# code_loader

code_loader/gates.png
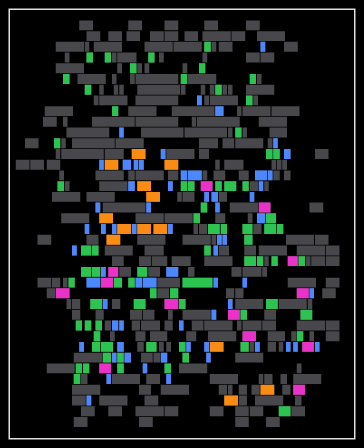

$ cat src/rtl/code_loader_pkg.sv
// Shared definitions for the code memory boot loader: state encodings,
// code memory depth and the default symbol/word/address widths.
package code_loader_pkg;

  localparam int CL_ADDR_WIDTH   = 9;
  localparam int CL_WORD_WIDTH   = 16;
  localparam int CL_NIBBLE_WIDTH = 4;
  localparam int CODE_MEM_DEPTH  = 512;

  typedef enum logic [2:0] {
    ST_IDLE  = 3'd0,
    ST_LEN   = 3'd1,
    ST_DATA  = 3'd2,
    ST_WRITE = 3'd3,
    ST_CHECK = 3'd4,
    ST_DONE  = 3'd5,
    ST_ERROR = 3'd6
  } state_e;

endpackage

$ cat src/rtl/code_loader_nibble_assembler.sv
// Shifts accepted nibbles (MSB nibble first) into a word and flags the
// accepting cycle of the last nibble, presenting the completed word then.
module code_loader_nibble_assembler
  import code_loader_pkg::*;
#(
  parameter int NIBBLE_WIDTH = CL_NIBBLE_WIDTH,
  parameter int WORD_WIDTH   = CL_WORD_WIDTH
) (
  input  logic                    clk,
  input  logic                    rst,
  input  logic                    i_accept,
  input  logic [NIBBLE_WIDTH-1:0] i_nibble,
  output logic [WORD_WIDTH-1:0]   o_word,
  output logic                    o_word_valid
);

  localparam int NIBS  = WORD_WIDTH / NIBBLE_WIDTH;
  localparam int CW    = $clog2(NIBS);
  localparam int SH_W  = WORD_WIDTH - NIBBLE_WIDTH;
  localparam logic [CW-1:0] CNT_LAST = CW'(NIBS - 1);
  localparam logic [CW-1:0] CNT_ONE  = CW'(1);

  logic [CW-1:0]   r_cnt;
  logic [SH_W-1:0] r_shift;

  always_ff @(posedge clk) begin
    if (rst) begin
      r_cnt <= '0;
    end else if (i_accept) begin
      r_cnt <= (r_cnt == CNT_LAST) ? '0 : r_cnt + CNT_ONE;
    end
  end

  // Data path carries no reset; only the nibble counter defines word framing.
  always_ff @(posedge clk) begin
    if (i_accept) begin
      r_shift <= {r_shift[SH_W-NIBBLE_WIDTH-1:0], i_nibble};
    end
  end

  assign o_word       = {r_shift, i_nibble};
  assign o_word_valid = i_accept && (r_cnt == CNT_LAST);

endmodule

$ cat src/rtl/code_loader.sv
// Boot-time loader: assembles a nibble stream (length word + program words)
// into code memory and holds the CPU until done. Optional CODE_LOADER_CHECKSUM_EN.
module code_loader
  import code_loader_pkg::*;
#(
  parameter int ADDR_WIDTH   = CL_ADDR_WIDTH,
  parameter int WORD_WIDTH   = CL_WORD_WIDTH,
  parameter int NIBBLE_WIDTH = CL_NIBBLE_WIDTH
) (
  input  logic                    clk,
  input  logic                    rst,
  input  logic                    in_start,
  input  logic [NIBBLE_WIDTH-1:0] in_nibble,
  input  logic                    in_valid,
  output logic                    out_ready,
  output logic [ADDR_WIDTH-1:0]   out_mem_addr,
  output logic [WORD_WIDTH-1:0]   out_mem_data,
  output logic                    out_mem_wr_en,
  output logic                    out_cpu_hold,
  output logic                    out_done,
  output logic                    out_error,
  output logic [ADDR_WIDTH:0]     out_word_count
);

  localparam int CNT_W = ADDR_WIDTH + 1;
  localparam logic [WORD_WIDTH-1:0] MAX_LEN  = WORD_WIDTH'(1 << ADDR_WIDTH);
  localparam logic [ADDR_WIDTH-1:0] ADDR_ONE = ADDR_WIDTH'(1);
  localparam logic [CNT_W-1:0]      CNT_ONE  = CNT_W'(1);

  state_e                r_state;
  logic                  r_ready;
  logic                  r_wr_en;
  logic                  r_hold;
  logic                  r_done;
  logic                  r_error;
  logic [ADDR_WIDTH-1:0] r_addr;
  logic [WORD_WIDTH-1:0] r_data;
  logic [CNT_W-1:0]      r_count;
  logic [CNT_W-1:0]      r_len;
`ifdef CODE_LOADER_CHECKSUM_EN
  logic [WORD_WIDTH-1:0] r_csum;
`endif

  logic                  w_xfer;
  logic                  w_word_valid;
  logic [WORD_WIDTH-1:0] w_word;
  logic [CNT_W-1:0]      w_count_nxt;
  logic                  w_last;

  assign w_xfer      = in_valid & r_ready;
  assign w_count_nxt = r_count + CNT_ONE;
  assign w_last      = (w_count_nxt == r_len);

  code_loader_nibble_assembler #(
    .NIBBLE_WIDTH (NIBBLE_WIDTH),
    .WORD_WIDTH   (WORD_WIDTH)
  ) u_asm (
    .clk          (clk),
    .rst          (rst),
    .i_accept     (w_xfer),
    .i_nibble     (in_nibble),
    .o_word       (w_word),
    .o_word_valid (w_word_valid)
  );

  always_ff @(posedge clk) begin
    if (rst) begin
      r_state <= ST_IDLE;
      r_ready <= 1'b0;
      r_wr_en <= 1'b0;
      r_hold  <= 1'b1;
      r_done  <= 1'b0;
      r_error <= 1'b0;
      r_addr  <= '0;
      r_data  <= '0;
      r_count <= '0;
      r_len   <= '0;
`ifdef CODE_LOADER_CHECKSUM_EN
      r_csum  <= '0;
`endif
    end else begin
      r_wr_en <= 1'b0;
      case (r_state)
        ST_IDLE, ST_DONE, ST_ERROR: begin
          if (in_start) begin
            r_state <= ST_LEN;
            r_ready <= 1'b1;
            r_hold  <= 1'b1;
            r_done  <= 1'b0;
            r_error <= 1'b0;
            r_addr  <= '0;
            r_count <= '0;
`ifdef CODE_LOADER_CHECKSUM_EN
            r_csum  <= '0;
`endif
          end
        end
        ST_LEN: begin
          if (w_word_valid) begin
            if (w_word == '0) begin
              r_state <= ST_DONE;
              r_ready <= 1'b0;
              r_done  <= 1'b1;
              r_hold  <= 1'b0;
            end else if (w_word > MAX_LEN) begin
              r_state <= ST_ERROR;
              r_ready <= 1'b0;
              r_error <= 1'b1;
            end else begin
              r_len   <= w_word[CNT_W-1:0];
              r_state <= ST_DATA;
            end
          end
        end
        ST_DATA: begin
          if (w_word_valid) begin
            r_state <= ST_WRITE;
            r_ready <= 1'b0;
            r_wr_en <= 1'b1;
            r_data  <= w_word;
`ifdef CODE_LOADER_CHECKSUM_EN
            r_csum  <= r_csum ^ w_word;
`endif
          end
        end
        ST_WRITE: begin
          r_count <= w_count_nxt;
          // Address is held on the final write so L=512 never wraps it to 0.
          if (w_last) begin
`ifdef CODE_LOADER_CHECKSUM_EN
            r_state <= ST_CHECK;
            r_ready <= 1'b1;
`else
            r_state <= ST_DONE;
            r_done  <= 1'b1;
            r_hold  <= 1'b0;
`endif
          end else begin
            r_addr  <= r_addr + ADDR_ONE;
            r_state <= ST_DATA;
            r_ready <= 1'b1;
          end
        end
`ifdef CODE_LOADER_CHECKSUM_EN
        ST_CHECK: begin
          if (w_word_valid) begin
            r_ready <= 1'b0;
            if (w_word == r_csum) begin
              r_state <= ST_DONE;
              r_done  <= 1'b1;
              r_hold  <= 1'b0;
            end else begin
              r_state <= ST_ERROR;
              r_error <= 1'b1;
            end
          end
        end
`endif
        default: begin
          r_state <= ST_IDLE;
          r_ready <= 1'b0;
        end
      endcase
    end
  end

  assign out_ready      = r_ready;
  assign out_mem_addr   = r_addr;
  assign out_mem_data   = r_data;
  assign out_mem_wr_en  = r_wr_en;
  assign out_cpu_hold   = r_hold;
  assign out_done       = r_done;
  assign out_error      = r_error;
  assign out_word_count = r_count;

endmodule
$ cat config.mk
export PLATFORM = sky130hd
export DESIGN_NAME = code_loader
export DESIGN_NICKNAME = d
export VERILOG_FILES = /design/src/rtl/code_loader_pkg.sv /design/src/rtl/code_loader_nibble_assembler.sv /design/src/rtl/code_loader.sv
export SDC_FILE = /design/constraint.sdc
export NUM_CORES = 1
export LEC_CHECK = 0
export CAP_MARGIN = 20
export CORE_ASPECT_RATIO = 1.25
export CORE_MARGIN = 1
export CORE_UTILIZATION = 35
export DETAILED_ROUTE_END_ITERATION = 7
export GPL_TIMING_DRIVEN = 1
export RECOVER_POWER = 100
export SYNTH_ARGS = -nofsm -noshare
export SYNTH_HDL_FRONTEND = slang
export SYNTH_SLANG_ARGS = --single-unit
$ cat constraint.sdc
create_clock -name clk -period 4.1 [get_ports clk]
set_input_delay 0.82 -clock clk [delete_from_list [all_inputs] [get_ports clk]]
set_output_delay 0.82 -clock clk [all_outputs]
set_load 0.03 [all_outputs]
# fix2float_pipe

===== src/rtl/ariane_pkg.sv =====
// Shared FP format constants and operand-control enums.
// Used by the fixed-to-float converter pipeline.
package ariane_pkg;

    localparam int FP32_EXP_W = 8;
    localparam int FP32_MAN_W = 23;
    localparam int FP32_BIAS  = 127;

    localparam int FP64_EXP_W = 11;
    localparam int FP64_MAN_W = 52;
    localparam int FP64_BIAS  = 1023;

    typedef enum logic {
        FMT_FP32 = 1'b0,
        FMT_FP64 = 1'b1
    } fmt_e;

    typedef enum logic {
        RM_RNE = 1'b0,
        RM_RTZ = 1'b1
    } rm_e;

endpackage


===== src/rtl/lzc_fix.sv =====
// Leading-zero counter, binary-halving tree, purely combinational.
// Ports: in_i operand, cnt_o leading zeros, zero_o operand is all zeros.
module lzc_fix #(
    parameter int WIDTH = 64
) (
    input  logic [WIDTH-1:0]         in_i,
    output logic [$clog2(WIDTH)-1:0] cnt_o,
    output logic                     zero_o
);

    localparam int L = $clog2(WIDTH);
    localparam int N = 1 << L;

    // Left-align into a power-of-two window; trailing pad keeps the count.
    logic [N-1:0] pad;
    assign pad = N'(in_i) << (N - WIDTH);

    // Each level keeps the half that holds the leading one.
    for (genvar i = 0; i < L; i++) begin : g_lvl
        localparam int W = N >> i;
        logic [W-1:0] v;
        logic         hit;
        if (i == 0) begin : g_root
            assign v = pad;
        end else begin : g_node
            assign v = g_lvl[i-1].hit ? g_lvl[i-1].v[W-1:0]
                                      : g_lvl[i-1].v[2*W-1:W];
        end
        assign hit = ~|v[W-1:W/2];
        assign cnt_o[L-1-i] = hit;
    end

    // The final pair is all zero only when the whole operand was zero.
    assign zero_o = ~|g_lvl[L-1].v;

endmodule


===== src/rtl/fix2float_pipe.sv =====
// Signed fixed-point to FP32/FP64 converter, 3 stages with backpressure.
// Ports: clk_i, rst_ni; in_valid_i/in_ready_o with fix_i, fmt_i, rm_i;
//        out_valid_o/out_ready_i with float_o (FP32 NaN-boxed) and nx_o.
module fix2float_pipe
    import ariane_pkg::*;
#(
    parameter int FIX_W  = 64,
    parameter int FRAC_W = 32
) (
    input  logic             clk_i,
    input  logic             rst_ni,
    input  logic             in_valid_i,
    output logic             in_ready_o,
    input  logic [FIX_W-1:0] fix_i,
    input  logic             fmt_i,
    input  logic             rm_i,
    output logic             out_valid_o,
    input  logic             out_ready_i,
    output logic [63:0]      float_o,
    output logic             nx_o
);

    localparam int LZ_W  = $clog2(FIX_W);
    localparam int EXP_W = FP64_EXP_W;
    localparam int PAD   = FP64_MAN_W + 1;
    localparam int EXT_W = FIX_W - 1 + PAD;

    logic adv;
    assign adv        = ~(out_valid_o & ~out_ready_i);
    assign in_ready_o = adv;

    // S1: sign and magnitude
    logic             in_sign;
    logic [FIX_W-1:0] in_mag;
    assign in_sign = fix_i[FIX_W-1];
    assign in_mag  = in_sign ? (~fix_i + FIX_W'(1)) : fix_i;

    logic             s1_valid;
    logic             s1_sign;
    logic [FIX_W-1:0] s1_mag;
    fmt_e             s1_fmt;
    rm_e              s1_rm;

    always_ff @(posedge clk_i or negedge rst_ni) begin
        if (!rst_ni) begin
            s1_valid <= 1'b0;
            s1_sign  <= 1'b0;
            s1_mag   <= '0;
            s1_fmt   <= FMT_FP32;
            s1_rm    <= RM_RNE;
        end else if (adv) begin
            s1_valid <= in_valid_i;
            if (in_valid_i) begin
                s1_sign <= in_sign;
                s1_mag  <= in_mag;
                s1_fmt  <= fmt_e'(fmt_i);
                s1_rm   <= rm_e'(rm_i);
            end
        end
    end

    // S2: leading-one detect and left-normalise
    logic [LZ_W-1:0]  lz;
    logic             mag_zero;
    logic [FIX_W-2:0] frac_c;
    logic [EXP_W-1:0] bias_c;
    logic [EXP_W-1:0] exp_c;

    lzc_fix #(
        .WIDTH (FIX_W)
    ) u_lzc (
        .in_i   (s1_mag),
        .cnt_o  (lz),
        .zero_o (mag_zero)
    );

    // The leading one shifts out of the top; only bits below it remain.
    assign frac_c = s1_mag[FIX_W-2:0] << lz;
    assign bias_c = (s1_fmt == FMT_FP64) ? EXP_W'(FP64_BIAS)
                                         : EXP_W'(FP32_BIAS);
    assign exp_c  = bias_c + EXP_W'(FIX_W - 1 - FRAC_W) - EXP_W'(lz);

    logic             s2_valid;
    logic             s2_sign;
    logic             s2_zero;
    logic [FIX_W-2:0] s2_frac;
    logic [EXP_W-1:0] s2_exp;
    fmt_e             s2_fmt;
    rm_e              s2_rm;

    always_ff @(posedge clk_i or negedge rst_ni) begin
        if (!rst_ni) begin
            s2_valid <= 1'b0;
            s2_sign  <= 1'b0;
            s2_zero  <= 1'b1;
            s2_frac  <= '0;
            s2_exp   <= '0;
            s2_fmt   <= FMT_FP32;
            s2_rm    <= RM_RNE;
        end else if (adv) begin
            s2_valid <= s1_valid;
            s2_sign  <= s1_sign;
            s2_zero  <= mag_zero;
            s2_frac  <= frac_c;
            s2_exp   <= exp_c;
            s2_fmt   <= s1_fmt;
            s2_rm    <= s1_rm;
        end
    end

    // S3: round and pack
    logic [EXT_W-1:0]      ext;
    logic [FP64_MAN_W-1:0] man;
    logic                  grd;
    logic                  stk;
    logic                  inc;
    logic [FP64_MAN_W:0]   sum;
    logic                  carry;
    logic [EXP_W-1:0]      exp_r;
    logic [63:0]           pack_c;
    logic                  nx_c;

    always_comb begin
        // Zero padding supplies missing mantissa bits for narrow inputs.
        ext    = {s2_frac, {PAD{1'b0}}};
        man    = '0;
        grd    = 1'b0;
        stk    = 1'b0;
        if (s2_fmt == FMT_FP64) begin
            man = ext[EXT_W-1 -: FP64_MAN_W];
            grd = ext[EXT_W-1-FP64_MAN_W];
            stk = |ext[EXT_W-2-FP64_MAN_W:0];
        end else begin
            man = {{(FP64_MAN_W-FP32_MAN_W){1'b0}},
                   ext[EXT_W-1 -: FP32_MAN_W]};
            grd = ext[EXT_W-1-FP32_MAN_W];
            stk = |ext[EXT_W-2-FP32_MAN_W:0];
        end
        inc   = (s2_rm == RM_RNE) & grd & (stk | man[0]);
        sum   = {1'b0, man} + (FP64_MAN_W+1)'(inc);
        // An all-ones mantissa wraps to zero and bumps the exponent.
        carry = (s2_fmt == FMT_FP64) ? sum[FP64_MAN_W] : sum[FP32_MAN_W];
        exp_r = s2_exp + EXP_W'(carry);
        nx_c  = grd | stk;
        if (s2_fmt == FMT_FP64) begin
            pack_c = {s2_sign, exp_r, sum[FP64_MAN_W-1:0]};
        end else begin
            pack_c = {32'hFFFF_FFFF, s2_sign, exp_r[FP32_EXP_W-1:0],
                      sum[FP32_MAN_W-1:0]};
        end
        if (s2_zero) begin
            pack_c = (s2_fmt == FMT_FP64) ? 64'h0 : 64'hFFFF_FFFF_0000_0000;
            nx_c   = 1'b0;
        end
    end

    always_ff @(posedge clk_i or negedge rst_ni) begin
        if (!rst_ni) begin
            out_valid_o <= 1'b0;
            float_o     <= '0;
            nx_o        <= 1'b0;
        end else if (adv) begin
            out_valid_o <= s2_valid;
            float_o     <= pack_c;
            nx_o        <= nx_c;
        end
    end

endmodule


===== config.mk =====
export PLATFORM = sky130hd
export DESIGN_NAME = fix2float_pipe
export DESIGN_NICKNAME = d
export VERILOG_FILES = /design/src/rtl/ariane_pkg.sv /design/src/rtl/lzc_fix.sv /design/src/rtl/fix2float_pipe.sv
export SDC_FILE = /design/constraint.sdc
export NUM_CORES = 1
export LEC_CHECK = 0
export ABC_AREA = 1
export CORE_MARGIN = 4
export CORE_UTILIZATION = 38
export CTS_CLUSTER_DIAMETER = 80
export DETAILED_ROUTE_END_ITERATION = 8
export PLACE_DENSITY = 0.65
export SYNTH_ARGS = -nofsm -noshare
export SYNTH_HDL_FRONTEND = slang
export SYNTH_SLANG_ARGS = --single-unit
export TNS_END_PERCENT = 20

===== constraint.sdc =====
create_clock -name clk_i -period 5.3 [get_ports clk_i]
set_clock_uncertainty 0.05 [all_clocks]
set_input_delay 0.795 -clock clk_i [delete_from_list [all_inputs] [get_ports clk_i]]
set_output_delay 0.795 -clock clk_i [all_outputs]
set_load 0.05 [all_outputs]

# lsu_bus_adapter

### src/rtl/lsu_pkg.sv
// rtl/lsu_pkg.sv - shared types and funct3 encodings for the load/store unit
package lsu_pkg;

    typedef enum logic [1:0] {
        IDLE = 2'd0,
        REQ  = 2'd1,
        WAIT = 2'd2,
        DONE = 2'd3
    } lsu_state_t;

    localparam logic [2:0] F3_B  = 3'b000;
    localparam logic [2:0] F3_H  = 3'b001;
    localparam logic [2:0] F3_W  = 3'b010;
    localparam logic [2:0] F3_BU = 3'b100;
    localparam logic [2:0] F3_HU = 3'b101;

endpackage

### src/rtl/lsu_lane_align.sv
// rtl/lsu_lane_align.sv - byte-lane steering, legality check and load extension
module lsu_lane_align
    import lsu_pkg::*;
(
    input  logic        req_we,
    input  logic [2:0]  req_funct3,
    input  logic [1:0]  req_addr_lo,
    input  logic [31:0] req_wdata,
    output logic [3:0]  be,
    output logic [31:0] lane_wdata,
    output logic        illegal,
    input  logic [2:0]  ld_funct3,
    input  logic [1:0]  ld_addr_lo,
    input  logic [31:0] ld_word,
    output logic [31:0] ld_data
);

    logic [31:0] ld_shifted;

    always_comb begin
        be         = 4'b0000;
        lane_wdata = req_wdata;
        illegal    = 1'b0;
        case (req_funct3)
            F3_B, F3_BU: begin
                be         = 4'b0001 << req_addr_lo;
                lane_wdata = {4{req_wdata[7:0]}};
                illegal    = req_we && (req_funct3 == F3_BU);
            end
            F3_H, F3_HU: begin
                be         = req_addr_lo[1] ? 4'b1100 : 4'b0011;
                lane_wdata = {2{req_wdata[15:0]}};
                illegal    = req_addr_lo[0] || (req_we && (req_funct3 == F3_HU));
            end
            F3_W: begin
                be      = 4'b1111;
                illegal = (req_addr_lo != 2'b00);
            end
            default: illegal = 1'b1;
        endcase
        // Loads always fetch the whole word; lane selection happens on return.
        if (!req_we)
            be = 4'b1111;
    end

    always_comb begin
        ld_shifted = ld_word >> {ld_addr_lo, 3'b000};
        case (ld_funct3)
            F3_B:    ld_data = {{24{ld_shifted[7]}}, ld_shifted[7:0]};
            F3_BU:   ld_data = {24'h000000, ld_shifted[7:0]};
            F3_H:    ld_data = {{16{ld_shifted[15]}}, ld_shifted[15:0]};
            F3_HU:   ld_data = {16'h0000, ld_shifted[15:0]};
            default: ld_data = ld_word;
        endcase
    end

endmodule

### src/rtl/lsu_bus_adapter.sv
// rtl/lsu_bus_adapter.sv - load/store unit bridging the core data port to a handshaked bus
module lsu_bus_adapter
    import lsu_pkg::*;
#(
    parameter int TIMEOUT_CYCLES = 16,
    parameter int BUS_AW         = 32
) (
    input  logic              clk,
    input  logic              reset,
    input  logic              core_req,
    input  logic              core_we,
    input  logic [2:0]        core_funct3,
    input  logic [31:0]       core_addr,
    input  logic [31:0]       core_wdata,
    output logic              core_stall,
    output logic [31:0]       core_rdata,
    output logic              core_misaligned,
    output logic              core_access_fault,
    output logic              bus_valid,
    input  logic              bus_ready,
    output logic              bus_we,
    output logic [BUS_AW-1:0] bus_addr,
    output logic [3:0]        bus_be,
    output logic [31:0]       bus_wdata,
    input  logic              bus_rvalid,
    input  logic              bus_err,
    input  logic [31:0]       bus_rdata
);

    localparam int CW = (TIMEOUT_CYCLES > 2) ? $clog2(TIMEOUT_CYCLES) : 1;

    lsu_state_t  state, state_next;
    logic [CW-1:0] tmo_cnt;
    logic [2:0]  req_funct3;
    logic [1:0]  req_addr_lo;
    logic [3:0]  lane_be;
    logic [31:0] lane_wdata;
    logic [31:0] ld_data;
    logic        illegal;
    logic        complete;
    logic        timeout;

    lsu_lane_align u_lane (
        .req_we      (core_we),
        .req_funct3  (core_funct3),
        .req_addr_lo (core_addr[1:0]),
        .req_wdata   (core_wdata),
        .be          (lane_be),
        .lane_wdata  (lane_wdata),
        .illegal     (illegal),
        .ld_funct3   (req_funct3),
        .ld_addr_lo  (req_addr_lo),
        .ld_word     (bus_rdata),
        .ld_data     (ld_data)
    );

    // Completion is only meaningful once the request has been accepted.
    assign complete = (state == WAIT) && bus_rvalid;
    assign timeout  = ((state == REQ) || (state == WAIT)) &&
                      (tmo_cnt == CW'(TIMEOUT_CYCLES - 1));

    always_ff @(posedge clk) begin
        if (reset)
            state <= IDLE;
        else
            state <= state_next;
    end

    always_comb begin
        state_next = state;
        case (state)
            IDLE: if (core_req) state_next = illegal ? DONE : REQ;
            REQ: begin
                if (timeout)
                    state_next = DONE;
                else if (bus_ready)
                    state_next = WAIT;
            end
            WAIT: if (complete || timeout) state_next = DONE;
            DONE: state_next = IDLE;
            default: state_next = IDLE;
        endcase
    end

    always_comb begin
        bus_valid  = (state == REQ);
        core_stall = core_req && (state != DONE);
    end

    always_ff @(posedge clk) begin
        if (reset) begin
            tmo_cnt           <= '0;
            bus_we            <= 1'b0;
            bus_addr          <= '0;
            bus_be            <= 4'b0000;
            bus_wdata         <= 32'h0;
            req_funct3        <= 3'b000;
            req_addr_lo       <= 2'b00;
            core_rdata        <= 32'h0;
            core_misaligned   <= 1'b0;
            core_access_fault <= 1'b0;
        end else begin
            case (state)
                IDLE: begin
                    tmo_cnt <= '0;
                    if (core_req) begin
                        if (illegal) begin
                            core_misaligned <= 1'b1;
                        end else begin
                            bus_we      <= core_we;
                            bus_addr    <= {core_addr[BUS_AW-1:2], 2'b00};
                            bus_be      <= lane_be;
                            bus_wdata   <= lane_wdata;
                            req_funct3  <= core_funct3;
                            req_addr_lo <= core_addr[1:0];
                        end
                    end
                end
                REQ, WAIT: begin
                    tmo_cnt <= tmo_cnt + CW'(1);
                    if (complete) begin
                        if (bus_err) begin
                            core_access_fault <= 1'b1;
                            core_rdata        <= 32'h0;
                        end else if (!bus_we) begin
                            core_rdata <= ld_data;
                        end
                    end else if (timeout) begin
                        core_access_fault <= 1'b1;
                        core_rdata        <= 32'h0;
                    end
                end
                DONE: begin
                    core_misaligned   <= 1'b0;
                    core_access_fault <= 1'b0;
                end
                default: ;
            endcase
        end
    end

endmodule

### config.mk
export PLATFORM = sky130hd
export DESIGN_NAME = lsu_bus_adapter
export DESIGN_NICKNAME = d
export VERILOG_FILES = /design/src/rtl/lsu_pkg.sv /design/src/rtl/lsu_lane_align.sv /design/src/rtl/lsu_bus_adapter.sv
export SDC_FILE = /design/constraint.sdc
export NUM_CORES = 1
export LEC_CHECK = 0
export CAP_MARGIN = 20
export CORE_MARGIN = 10
export CORE_UTILIZATION = 39
export CTS_CLUSTER_DIAMETER = 200
export DETAILED_ROUTE_END_ITERATION = 12
export PLACE_DENSITY = 0.83
export SETUP_SLACK_MARGIN = 0.15
export SLEW_MARGIN = 10
export SYNTH_ARGS = -nofsm -noshare
export SYNTH_HDL_FRONTEND = slang
export SYNTH_SLANG_ARGS = --single-unit
### constraint.sdc
create_clock -name clk -period 2 [get_ports clk]
set_input_delay 0.3 -clock clk [delete_from_list [all_inputs] [get_ports clk]]
set_output_delay 0.3 -clock clk [all_outputs]
set_load 0.02 [all_outputs]
# seg_display_mux

### src/rtl/seg_display_mux.sv
// ---------------------------------------------------------------------------
// seg_display_mux
//   Time-multiplexes the stopwatch's four BCD digits (MM.SS) onto a 4-digit
//   common-anode 7-segment display. The digits are snapshotted once per scan
//   frame so a counter update can never tear across the display. The dot of
//   digit 2 (min0) forms the MM.SS separator. In adjust mode the selected
//   digit pair blinks.
//
// Ports
//   clk     : system clock
//   reset   : asynchronous, active-low reset
//   min1    : BCD tens of minutes      (shown on an[3])
//   min0    : BCD units of minutes     (shown on an[2], carries the dot)
//   sec1    : BCD tens of seconds      (shown on an[1])
//   sec0    : BCD units of seconds     (shown on an[0], rightmost)
//   adjust  : 1 = adjust mode, the selected pair blinks
//   select  : in adjust mode, 1 = seconds pair blinks, 0 = minutes pair
//   seg     : segments {g,f,e,d,c,b,a}, seg[0] = a
//   dp      : decimal point of the currently enabled digit
//   an      : digit enables, one-hot (in active form) or all inactive
// ---------------------------------------------------------------------------
module seg_display_mux #(
  parameter int SCAN_DIV       = 100_000,
  parameter int BLINK_DIV      = 25_000_000,
  parameter int ACTIVE_LOW_OUT = 1
) (
  input  logic       clk,
  input  logic       reset,
  input  logic [3:0] min1,
  input  logic [3:0] min0,
  input  logic [3:0] sec1,
  input  logic [3:0] sec0,
  input  logic       adjust,
  input  logic       select,
  output logic [6:0] seg,
  output logic       dp,
  output logic [3:0] an
);

  localparam int SCAN_W  = (SCAN_DIV  > 2) ? $clog2(SCAN_DIV)  : 1;
  localparam int BLINK_W = (BLINK_DIV > 2) ? $clog2(BLINK_DIV) : 1;
  localparam bit INV     = (ACTIVE_LOW_OUT != 0);

  logic [SCAN_W-1:0]  scan_cnt, scan_cnt_nxt;
  logic [BLINK_W-1:0] blink_cnt, blink_cnt_nxt;
  logic [1:0]         idx, idx_nxt;
  logic               blink_on, blink_on_nxt;
  logic               load_pend;
  logic [3:0][3:0]    shadow, shadow_nxt;
  logic               scan_last, load;
  logic [3:0]         digit_nxt;
  logic               blank;
  logic [6:0]         seg_hi;
  logic [3:0]         an_hi;
  logic               dp_hi;

  // Active-high segment pattern for one BCD digit; non-BCD codes go dark.
  function automatic logic [6:0] decode(input logic [3:0] d);
    case (d)
      4'd0:    decode = 7'h3F;
      4'd1:    decode = 7'h06;
      4'd2:    decode = 7'h5B;
      4'd3:    decode = 7'h4F;
      4'd4:    decode = 7'h66;
      4'd5:    decode = 7'h6D;
      4'd6:    decode = 7'h7D;
      4'd7:    decode = 7'h07;
      4'd8:    decode = 7'h7F;
      4'd9:    decode = 7'h6F;
      default: decode = 7'h00;
    endcase
  endfunction

  // Next-state logic. The outputs are decoded from these next-state values
  // so that an/seg/dp switch on the very same edge as idx, with no cycle in
  // which a stale digit is shown under a new enable.
  always_comb begin
    scan_last     = (scan_cnt == SCAN_W'(SCAN_DIV - 1));
    scan_cnt_nxt  = scan_last ? '0 : scan_cnt + SCAN_W'(1);
    idx_nxt       = scan_last ? idx + 2'd1 : idx;

    // Snapshot at the frame boundary, or on the first edge after reset.
    load          = load_pend || (scan_last && (idx == 2'd3));
    shadow_nxt    = load ? {min1, min0, sec1, sec0} : shadow;

    // Outside adjust the blink phase is parked at "visible, count 0" so that
    // entering adjust always starts with a full visible half-period.
    blink_cnt_nxt = '0;
    blink_on_nxt  = 1'b1;
    if (adjust) begin
      if (blink_cnt == BLINK_W'(BLINK_DIV - 1)) begin
        blink_cnt_nxt = '0;
        blink_on_nxt  = ~blink_on;
      end else begin
        blink_cnt_nxt = blink_cnt + BLINK_W'(1);
        blink_on_nxt  = blink_on;
      end
    end

    digit_nxt = shadow_nxt[idx_nxt];
    seg_hi    = decode(digit_nxt);

    // idx 0,1 are the seconds pair, idx 2,3 the minutes pair.
    blank     = adjust && !blink_on_nxt && (select ? !idx_nxt[1] : idx_nxt[1]);
    an_hi     = blank ? 4'b0000 : (4'b0001 << idx_nxt);
    dp_hi     = (idx_nxt == 2'd2) && !blank;
  end

  // State and registered outputs. Reset drives every output to its inactive
  // level and arms a fresh snapshot for the first edge after release.
  always_ff @(posedge clk or negedge reset) begin
    if (!reset) begin
      scan_cnt  <= '0;
      idx       <= 2'd0;
      blink_cnt <= '0;
      blink_on  <= 1'b1;
      shadow    <= '0;
      load_pend <= 1'b1;
      seg       <= INV ? 7'h7F : 7'h00;
      dp        <= INV ? 1'b1 : 1'b0;
      an        <= INV ? 4'hF : 4'h0;
    end else begin
      scan_cnt  <= scan_cnt_nxt;
      idx       <= idx_nxt;
      blink_cnt <= blink_cnt_nxt;
      blink_on  <= blink_on_nxt;
      shadow    <= shadow_nxt;
      load_pend <= 1'b0;
      seg       <= INV ? ~seg_hi : seg_hi;
      dp        <= INV ? ~dp_hi : dp_hi;
      an        <= INV ? ~an_hi : an_hi;
    end
  end

endmodule

### config.mk
export PLATFORM = sky130hd
export DESIGN_NAME = seg_display_mux
export DESIGN_NICKNAME = d
export VERILOG_FILES = /design/src/rtl/seg_display_mux.sv
export SDC_FILE = /design/constraint.sdc
export NUM_CORES = 1
export LEC_CHECK = 0
export CAP_MARGIN = 30
export CORE_ASPECT_RATIO = 1.25
export CORE_MARGIN = 2
export CORE_UTILIZATION = 25
export DETAILED_ROUTE_END_ITERATION = 10
export REMOVE_ABC_BUFFERS = 1
export SLEW_MARGIN = 20
export SYNTH_ARGS = -nofsm -noshare
export SYNTH_HDL_FRONTEND = slang
export SYNTH_SLANG_ARGS = --single-unit
### constraint.sdc
create_clock -name clk -period 3.25 [get_ports clk]
set_clock_uncertainty 0.05 [all_clocks]
set_input_delay 0.4875 -clock clk [delete_from_list [all_inputs] [get_ports clk]]
set_output_delay 0.4875 -clock clk [all_outputs]
set_load 0.05 [all_outputs]
code_loader/floorplan.png
Pins as bars on the die edge.
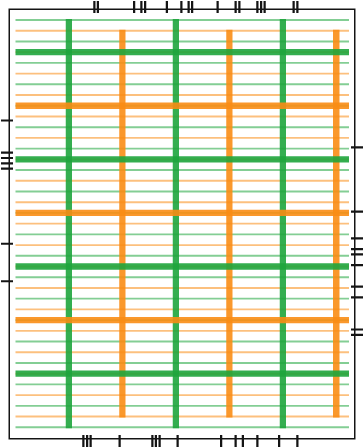
Key: VSS = green; VDD = orange
39 met1 rails follow the rows. 6 straps on met4. 7 straps on met5. The core has 38 rows.
die width: 87.3 um
worst vdd ir: 0.147 mV
Core Box Area: 8750 um^2

Notes on code_loader/gates.png above:
Key: non-inverting ao/oa cells = magenta [cells 13, most used a31o_2]; mux cells = orange [cells 13, most used mux2i_1]; aoi and oai cells = green [cells 73, most used a21oi_1]; nor cells = blue [cells 64, most used nor2_1]
dominant logic cell type in the layout: nand2_1
fin cells: 530
logic share of the area: 40.2%

==> metrics.cfg, code_loader <==
[outcome]
status=complete, but fails checks
violations=max-capacitance violations, max-slew violations

[cts]
cts_max_level=3
cts_buffer_depth=2
clk_pin_slew_ns=0.08

[final_timing]
setup_viol=0
relSlewSlack_pct=-0.371
fin_tns_setup_ns=0
finalHoldViolCount=0
max_freq_mhz=350
finalMaxSlewViolations=34

[setup_path]
critPathMaxStageDelay_ns=1.15
cp.required_ns=4.27
path_buffers=2
worstPathCellList=dlygate4sd3_1 -> clkbuf_1 -> nor2_1
critPathCaptureType=flop

[grt]
grt_overflow_total=0

[logic_synthesis]
synth_adder_area_share_pct=1.18
yosys-top-cells-count=nand2_1 (56), dfxtp_1 (55), nor2_1 (47), a21oi_1 (36), mux2i_1 (13)
yosys_warnings=0
ys_area_um2=3180

[finish]
nNonClkInverters=5
n_antenna_cell=0
synthToLayoutAreaGrowth_pct=22.6
final-clk-cell-share_pct=5.29

[die]
chipArea_um2=9480

[job]
cap_violations=1

## code_loader: final timing paths
path | startpoint | slack, ns | to
worst max-delay path | rst | 1.25 | r_len[6]$_SDFFE_PP0P_
worst min-delay path | out_mem_data[5]$_SDFFE_PP0P_ | 0.45 | out_mem_data[5]$_SDFFE_PP0P_
worst max register to register | out_word_count[0]$_SDFFE_PP0P_ | 1.59 | out_mem_addr[5]$_SDFFE_PP0P_
worst min register to register | out_mem_data[5]$_SDFFE_PP0P_ | 0.45 | out_mem_data[5]$_SDFFE_PP0P_
## code_loader: where the power goes
group	switching (mW)	total, mW	leakage [nW]	internal [mW]
Combinational	0.0374	0.0570	0.811	0.0196
Sequential	0.00825	0.685	0.554	0.677
Clock	0.291	0.583	0.0988	0.291
## code_loader: through the flow
stage	hold slack (ns)	worst slack [ns]	power [mW]
finish	0.455	1.25	1.32
global route	0.471	1.05	1.37
CTS	0.459	1.47	1.34
detailed placement	0.446	1.12	0.761
global placement	0.446	1.18	0.760
floorplan	0.440	1.79	0.737
## code_loader: per-layer routing
metal  up-vias  track usage [%]  part of all wire (%)
li1       1364                -                     -
met1      1315             20.1                    44
met2        41             27.6                    52
met3         6             3.10                   2.7
met4         0             6.91                   1.4
met5         -                0                     0
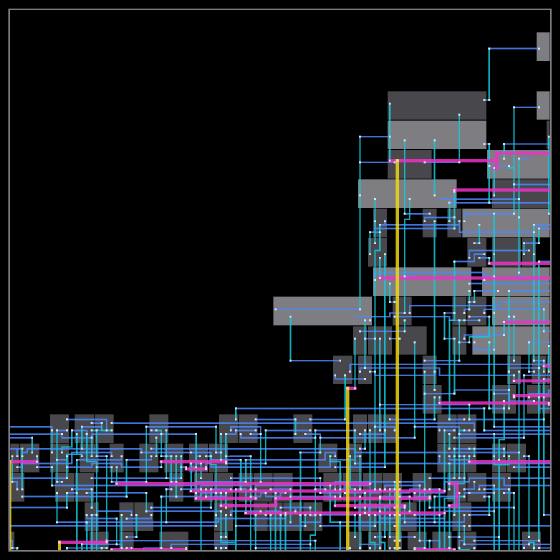
fix2float_pipe/closeup.png
Window x 29 to 79, y 137 to 187 um. Cells in grey, sequential cells in the stronger grey; small squares are vias.
Key: M2 = cyan; M3 = magenta; M4 = yellow; M1 = blue
Sequential cells in the window: 9. Netlist names of flops here include s2_frac (9). 100 logic cells have their middle in the window. Most frequent: nand3_1 (52), nand2_1 (23), dfrtp_1 (9).

==> metrics.cfg, fix2float_pipe <==
[outcome]
status=completed

[power]
peakVddDrop_mv=0.290

[setup_path]
critPathMaxStageDelay_ns=0.51
rrSetupSlack_ns=0.35

[final_timing]
setup_slack_ns=0.346
finalMaxSlewViolations=0
max_freq_mhz=202
relSlewSlack_pct=45.2

[finish]
seq_share_pct=27.1
nNonClkInverters=236
sh_comb_area_pct=49.3
drive_above_1_share_pct=7.25

[logic_synthesis]
netlist_area_um2=16400
ys_cells=2564
yosys_warnings=0

[grt]
grt_overflow_total=0
grt_util_met1_pct=36.3

[placement]
hpwl_mm=49.1

[routing]
via_per_inst=5.57

[cts]
cts_tree=done
cts_max_level=1
cts_buffer_depth=3
clock-sinks=213

[die]
die_w_um=216
core_area_um2=42300

-- fix2float_pipe: cell usage in the layout, fill, tap and decap left out, drive strengths merged, types with 4 or more instances in the layout --
cell           netlist  routed
a21oi               58      58
a22o                 4       4
a32o                15      15
and2                 4       4
buf                 76      90
clkbuf              60      33
clkdlybuf4s50        0     135
clkinv               5      12
dfrtp              212     212
ha                   9       9
inv                231     236
nand2              682     682
nand3              525     525
nand3b               4       4
nand4               23      23
nor2               230     230
nor3                41      41
nor3b                4       4
nor4                33      33
o211ai              20      20
o21a                 4       4
o21ai              215     215
o22a                 4       4
o22ai                4       4
o31ai                9       9
or2                  4       4
xnor2               24      24
xor2                48      48
-- fix2float_pipe: kinds of logic (layout without fill, tap and decap cells) --
family	Yosys count	after routing	synth area share (%)
flops	213	213	32.5
compound gates	345	345	12.0
simple gates	1552	1552	41.6
buf+inv	372	511	9.20
xor+xnor	72	72	3.84
fa+ha+maj	10	10	0.808
-- fix2float_pipe: repair_timing --
action | 4_1_cts | 5_1_grt
setup endpoints to repair | 0 | 25
resized | 0 | 32
endpoints found under the hold margin | 0 | 0
setup buffers | 0 | 6
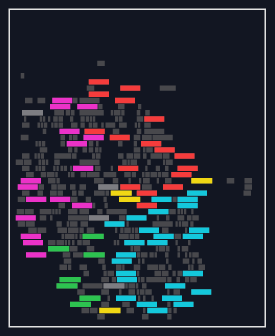
seg_display_mux/ff_map.png
Key: scan_cnt = red [sequential cells 17, where middle]; an = yellow [sequential cells 4, where middle]; seg = green [sequential cells 7, where bottom left]; shadow = magenta [sequential cells 16]; blink_cnt = cyan [sequential cells 25]
fin util: 31.5%
Register Area: 1840 um^2
Seq area share: 40.8%

==> metrics.cfg, seg_display_mux <==
[finish]
logic_area_um2=1710
synthToLayoutAreaGrowth_pct=23.8
stdcell_count=579

[setup_path]
cp.required_ns=3.46
worstPathCellList=ha_1 -> and4_2 -> nand4_1 -> mux2i_2 -> buf_4 -> a2111oi_0 -> or4_4 -> inv_1 -> ha_1 -> inv_1 -> mux2i_1 -> mux2i_1
critPathMaxStageDelay_ns=0.60

[final_timing]
rsz0062_at_grt=no
finalMaxSlewViolations=0

[placement]
placed_area_um2=4190

[grt]
grt_util_met1_pct=13.0

[logic_synthesis]
synthTopLogicFamily=simple AND/OR/NAND/NOR gates
async_flop_share_pct=100
synthAoiAreaFrac_pct=7.06

[routing]
postRouteAntennaNets=0

[power]
p_per_area_nw_per_um2=496

[outcome]
status=completed

-- seg_display_mux: power breakdown --
group	switching, mW	total (mW)	internal [mW]
sequential	0.0172	0.974	0.957
combinational	0.142	0.241	0.0986
clock	0.388	1.03	0.640
-- seg_display_mux: final cells by class --
type / instances / area share [%]
Clock buffer: 11 / 5.59
Clock inverter: 5 / 1.33
Inverter: 9 / 0.748
Multi-Input combinational cell: 261 / 37.7
Sequential cell: 73 / 40.8
Tap cell: 178 / 4.93
Timing Repair Buffer: 42 / 8.86
-- seg_display_mux: final timing paths --
kind,slack (ns),start,end
setup / recovery,0.23,scan_cnt[0]$_DFF_PN0_,seg[4]$_DFF_PN1_
hold / removal,0.15,reset,shadow[5]$_DFF_PN0_
setup reg to reg,0.23,scan_cnt[0]$_DFF_PN0_,seg[4]$_DFF_PN1_
hold reg to reg,0.43,shadow[9]$_DFF_PN0_,shadow[9]$_DFF_PN0_
max in group asynchronous,2.26,reset,an[1]$_DFF_PN1_
min in group clk,0.43,shadow[9]$_DFF_PN0_,shadow[9]$_DFF_PN0_
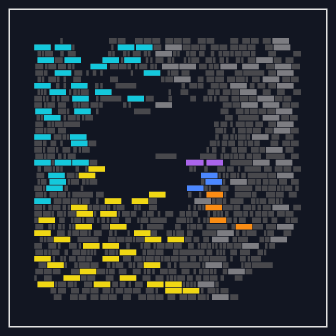
lsu_bus_adapter/ff_map.png
Key: bus_wdata = yellow [sequential cells 32]; tmo_cnt = orange [sequential cells 4]; bus_addr = cyan [sequential cells 30]; req_funct3 = blue [sequential cells 3]; req_addr_lo = purple [sequential cells 2]
fin util: 62.4%
Seq area share: 28.4%
seq pwr: 2.57 mW

==> metrics.cfg, lsu_bus_adapter <==
[final_timing]
tightest_slew_ns=0.711
finalHoldViolCount=0
hold_slack_ns=0.356
setup_slack_ns=0.184

[routing]
via_per_inst=5.29

[finish]
final-clk-cell-share_pct=3.65
logic_area_um2=2610
layout.nonclk_buf_share_pct=31.6
stdcell_count=986

[outcome]
status=completed

[placement]
port_buffers=208

[setup_path]
worstPathCellList=clkdlybuf4s50_1
cp.required_ns=1.70
reg2reg_from=req_addr_lo[1]$_SDFFE_PP0P_

[logic_synthesis]
synthCells=594

[power]
p_per_area_nw_per_um2=835
p_comb_mw=2.25
combPwrFrac_pct=34.1

[min_path]
hp-start=reset

[grt]
grt_pass1_wl_mm=27.0

lsu_bus_adapter: Yosys cell counts, types with 2 or more instances:
cell | number | share of area [%]
a32oi_1 | 2 | 0.34
nor2b_1 | 6 | 0.74
a31oi_1 | 2 | 0.25
nand2b_1 | 6 | 0.74
nor2_1 | 36 | 2.7
ha_1 | 7 | 1.7
a211oi_1 | 13 | 1.9
a221oi_1 | 2 | 0.34
o211ai_1 | 15 | 2.2
nand2_1 | 129 | 9.5
buf_1 | 4 | 0.30
buf_2 | 14 | 1.4
and2_1 | 6 | 0.74
mux2i_1 | 21 | 4.1
a221o_1 | 28 | 5.5
mux2_2 | 6 | 1.3
nor2_2 | 2 | 0.25
a311oi_1 | 10 | 1.7
buf_4 | 5 | 0.74
o2111ai_1 | 5 | 0.86
o21ai_0 | 13 | 1.3
inv_1 | 14 | 1.0
buf_6 | 3 | 0.66
dfxtp_1 | 112 | 44
a21oi_1 | 66 | 6.5
nor3_1 | 5 | 0.49
nor3b_1 | 2 | 0.30
o31ai_1 | 2 | 0.30
nand3_1 | 9 | 0.89
a21o_1 | 2 | 0.30
clkbuf_1 | 21 | 1.6

==> gallery <==
Selected gate families.
picture 1
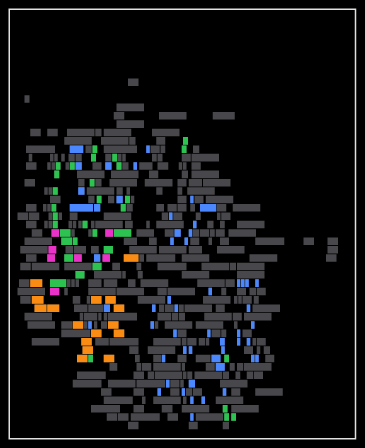
picture 2
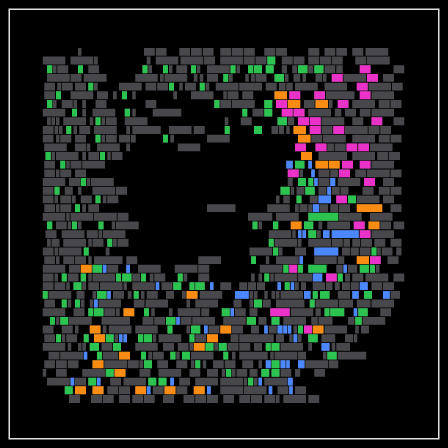
picture 3
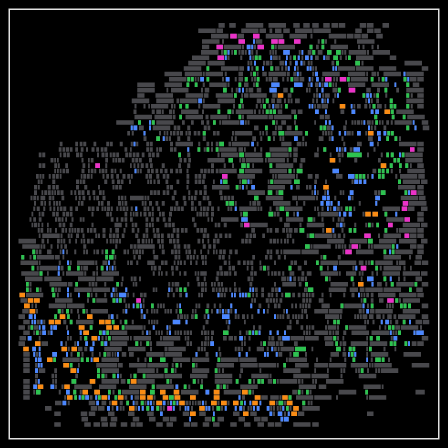
Of these, most cells: picture 3
Of these, fewest cells: picture 1
For lsu_bus_adapter, see picture 2.
For fix2float_pipe, see picture 3.
For seg_display_mux, see picture 1.

Key to picture 1:
Key: mux cells = orange [cells 16, most used mux2i_1]; non-inverting ao/oa cells = magenta [cells 7, most used a21o_1, where left middle]; nor cells = blue [cells 53, most used nor2_1]; aoi and oai cells = green [cells 33, most used o21ai_0]



==> layout pictures side by side <==
Supply network.
Pins as bars on the die edge.
shot_01.png
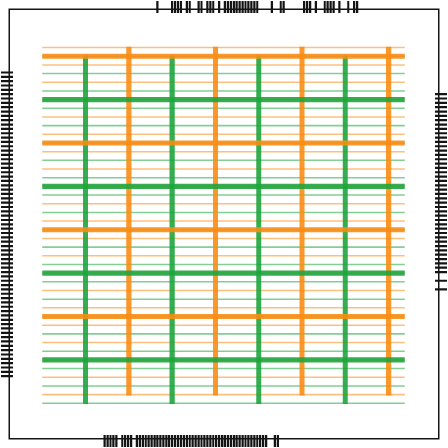
shot_02.png
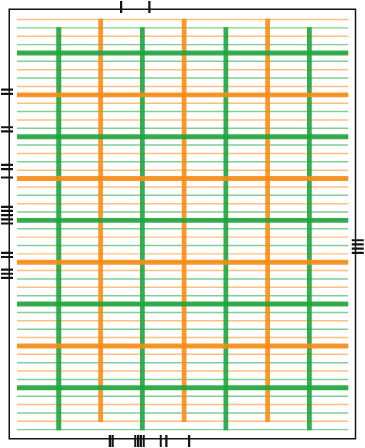
shot_03.png
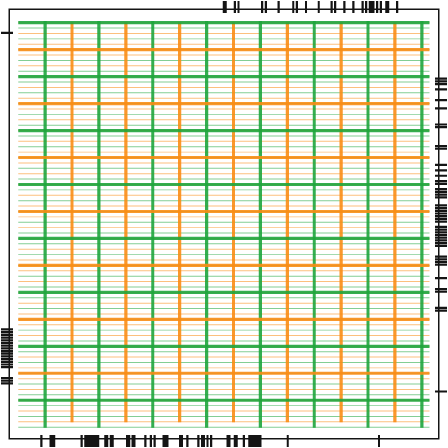
shot_01.png comes from lsu_bus_adapter.
shot_03.png comes from fix2float_pipe.
shot_02.png comes from seg_display_mux.

Key to shot_03.png:
Key: VSS = green; VDD = orange
76 met1 rails follow the rows. 15 straps on met5. The core has 75 rows.


==> notes/layouts.md <==
Pictures saved along the way, in no particular order.

Clock wiring as the flow saved it.
image #1
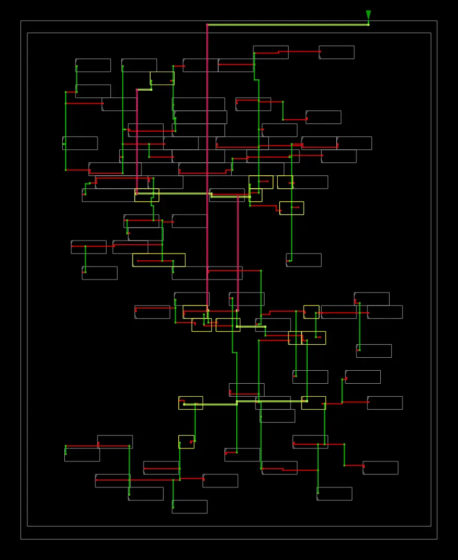
image #2
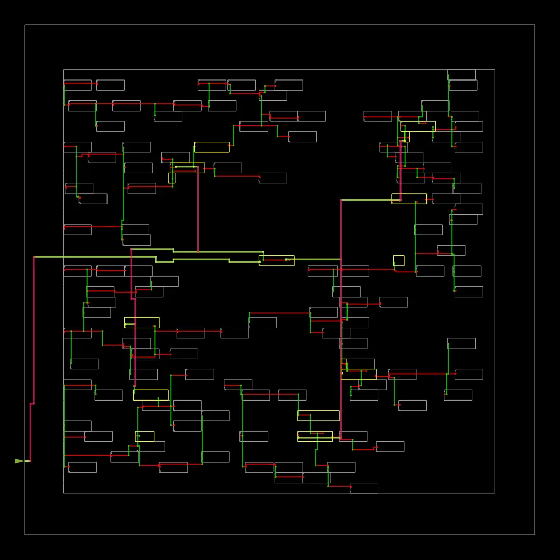
image #3
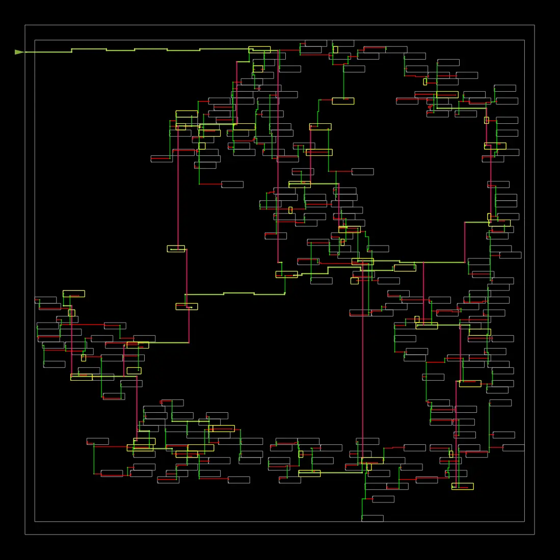
image #4
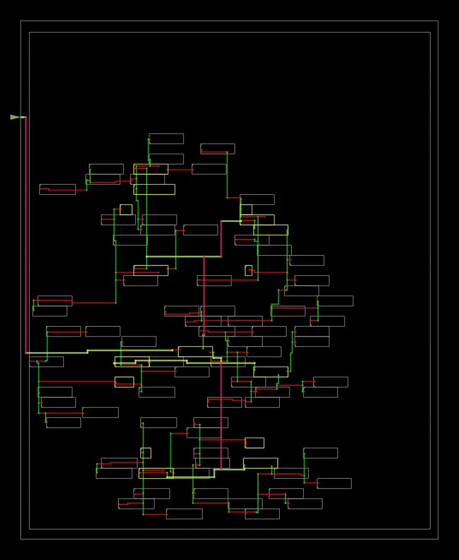
Of these, most sequential cells: image #3
Of these, most clock buffers: image #3
fix2float_pipe -> image #3
seg_display_mux -> image #4
lsu_bus_adapter -> image #2
code_loader -> image #1

Power is estimated from default activity; no workload was simulated.
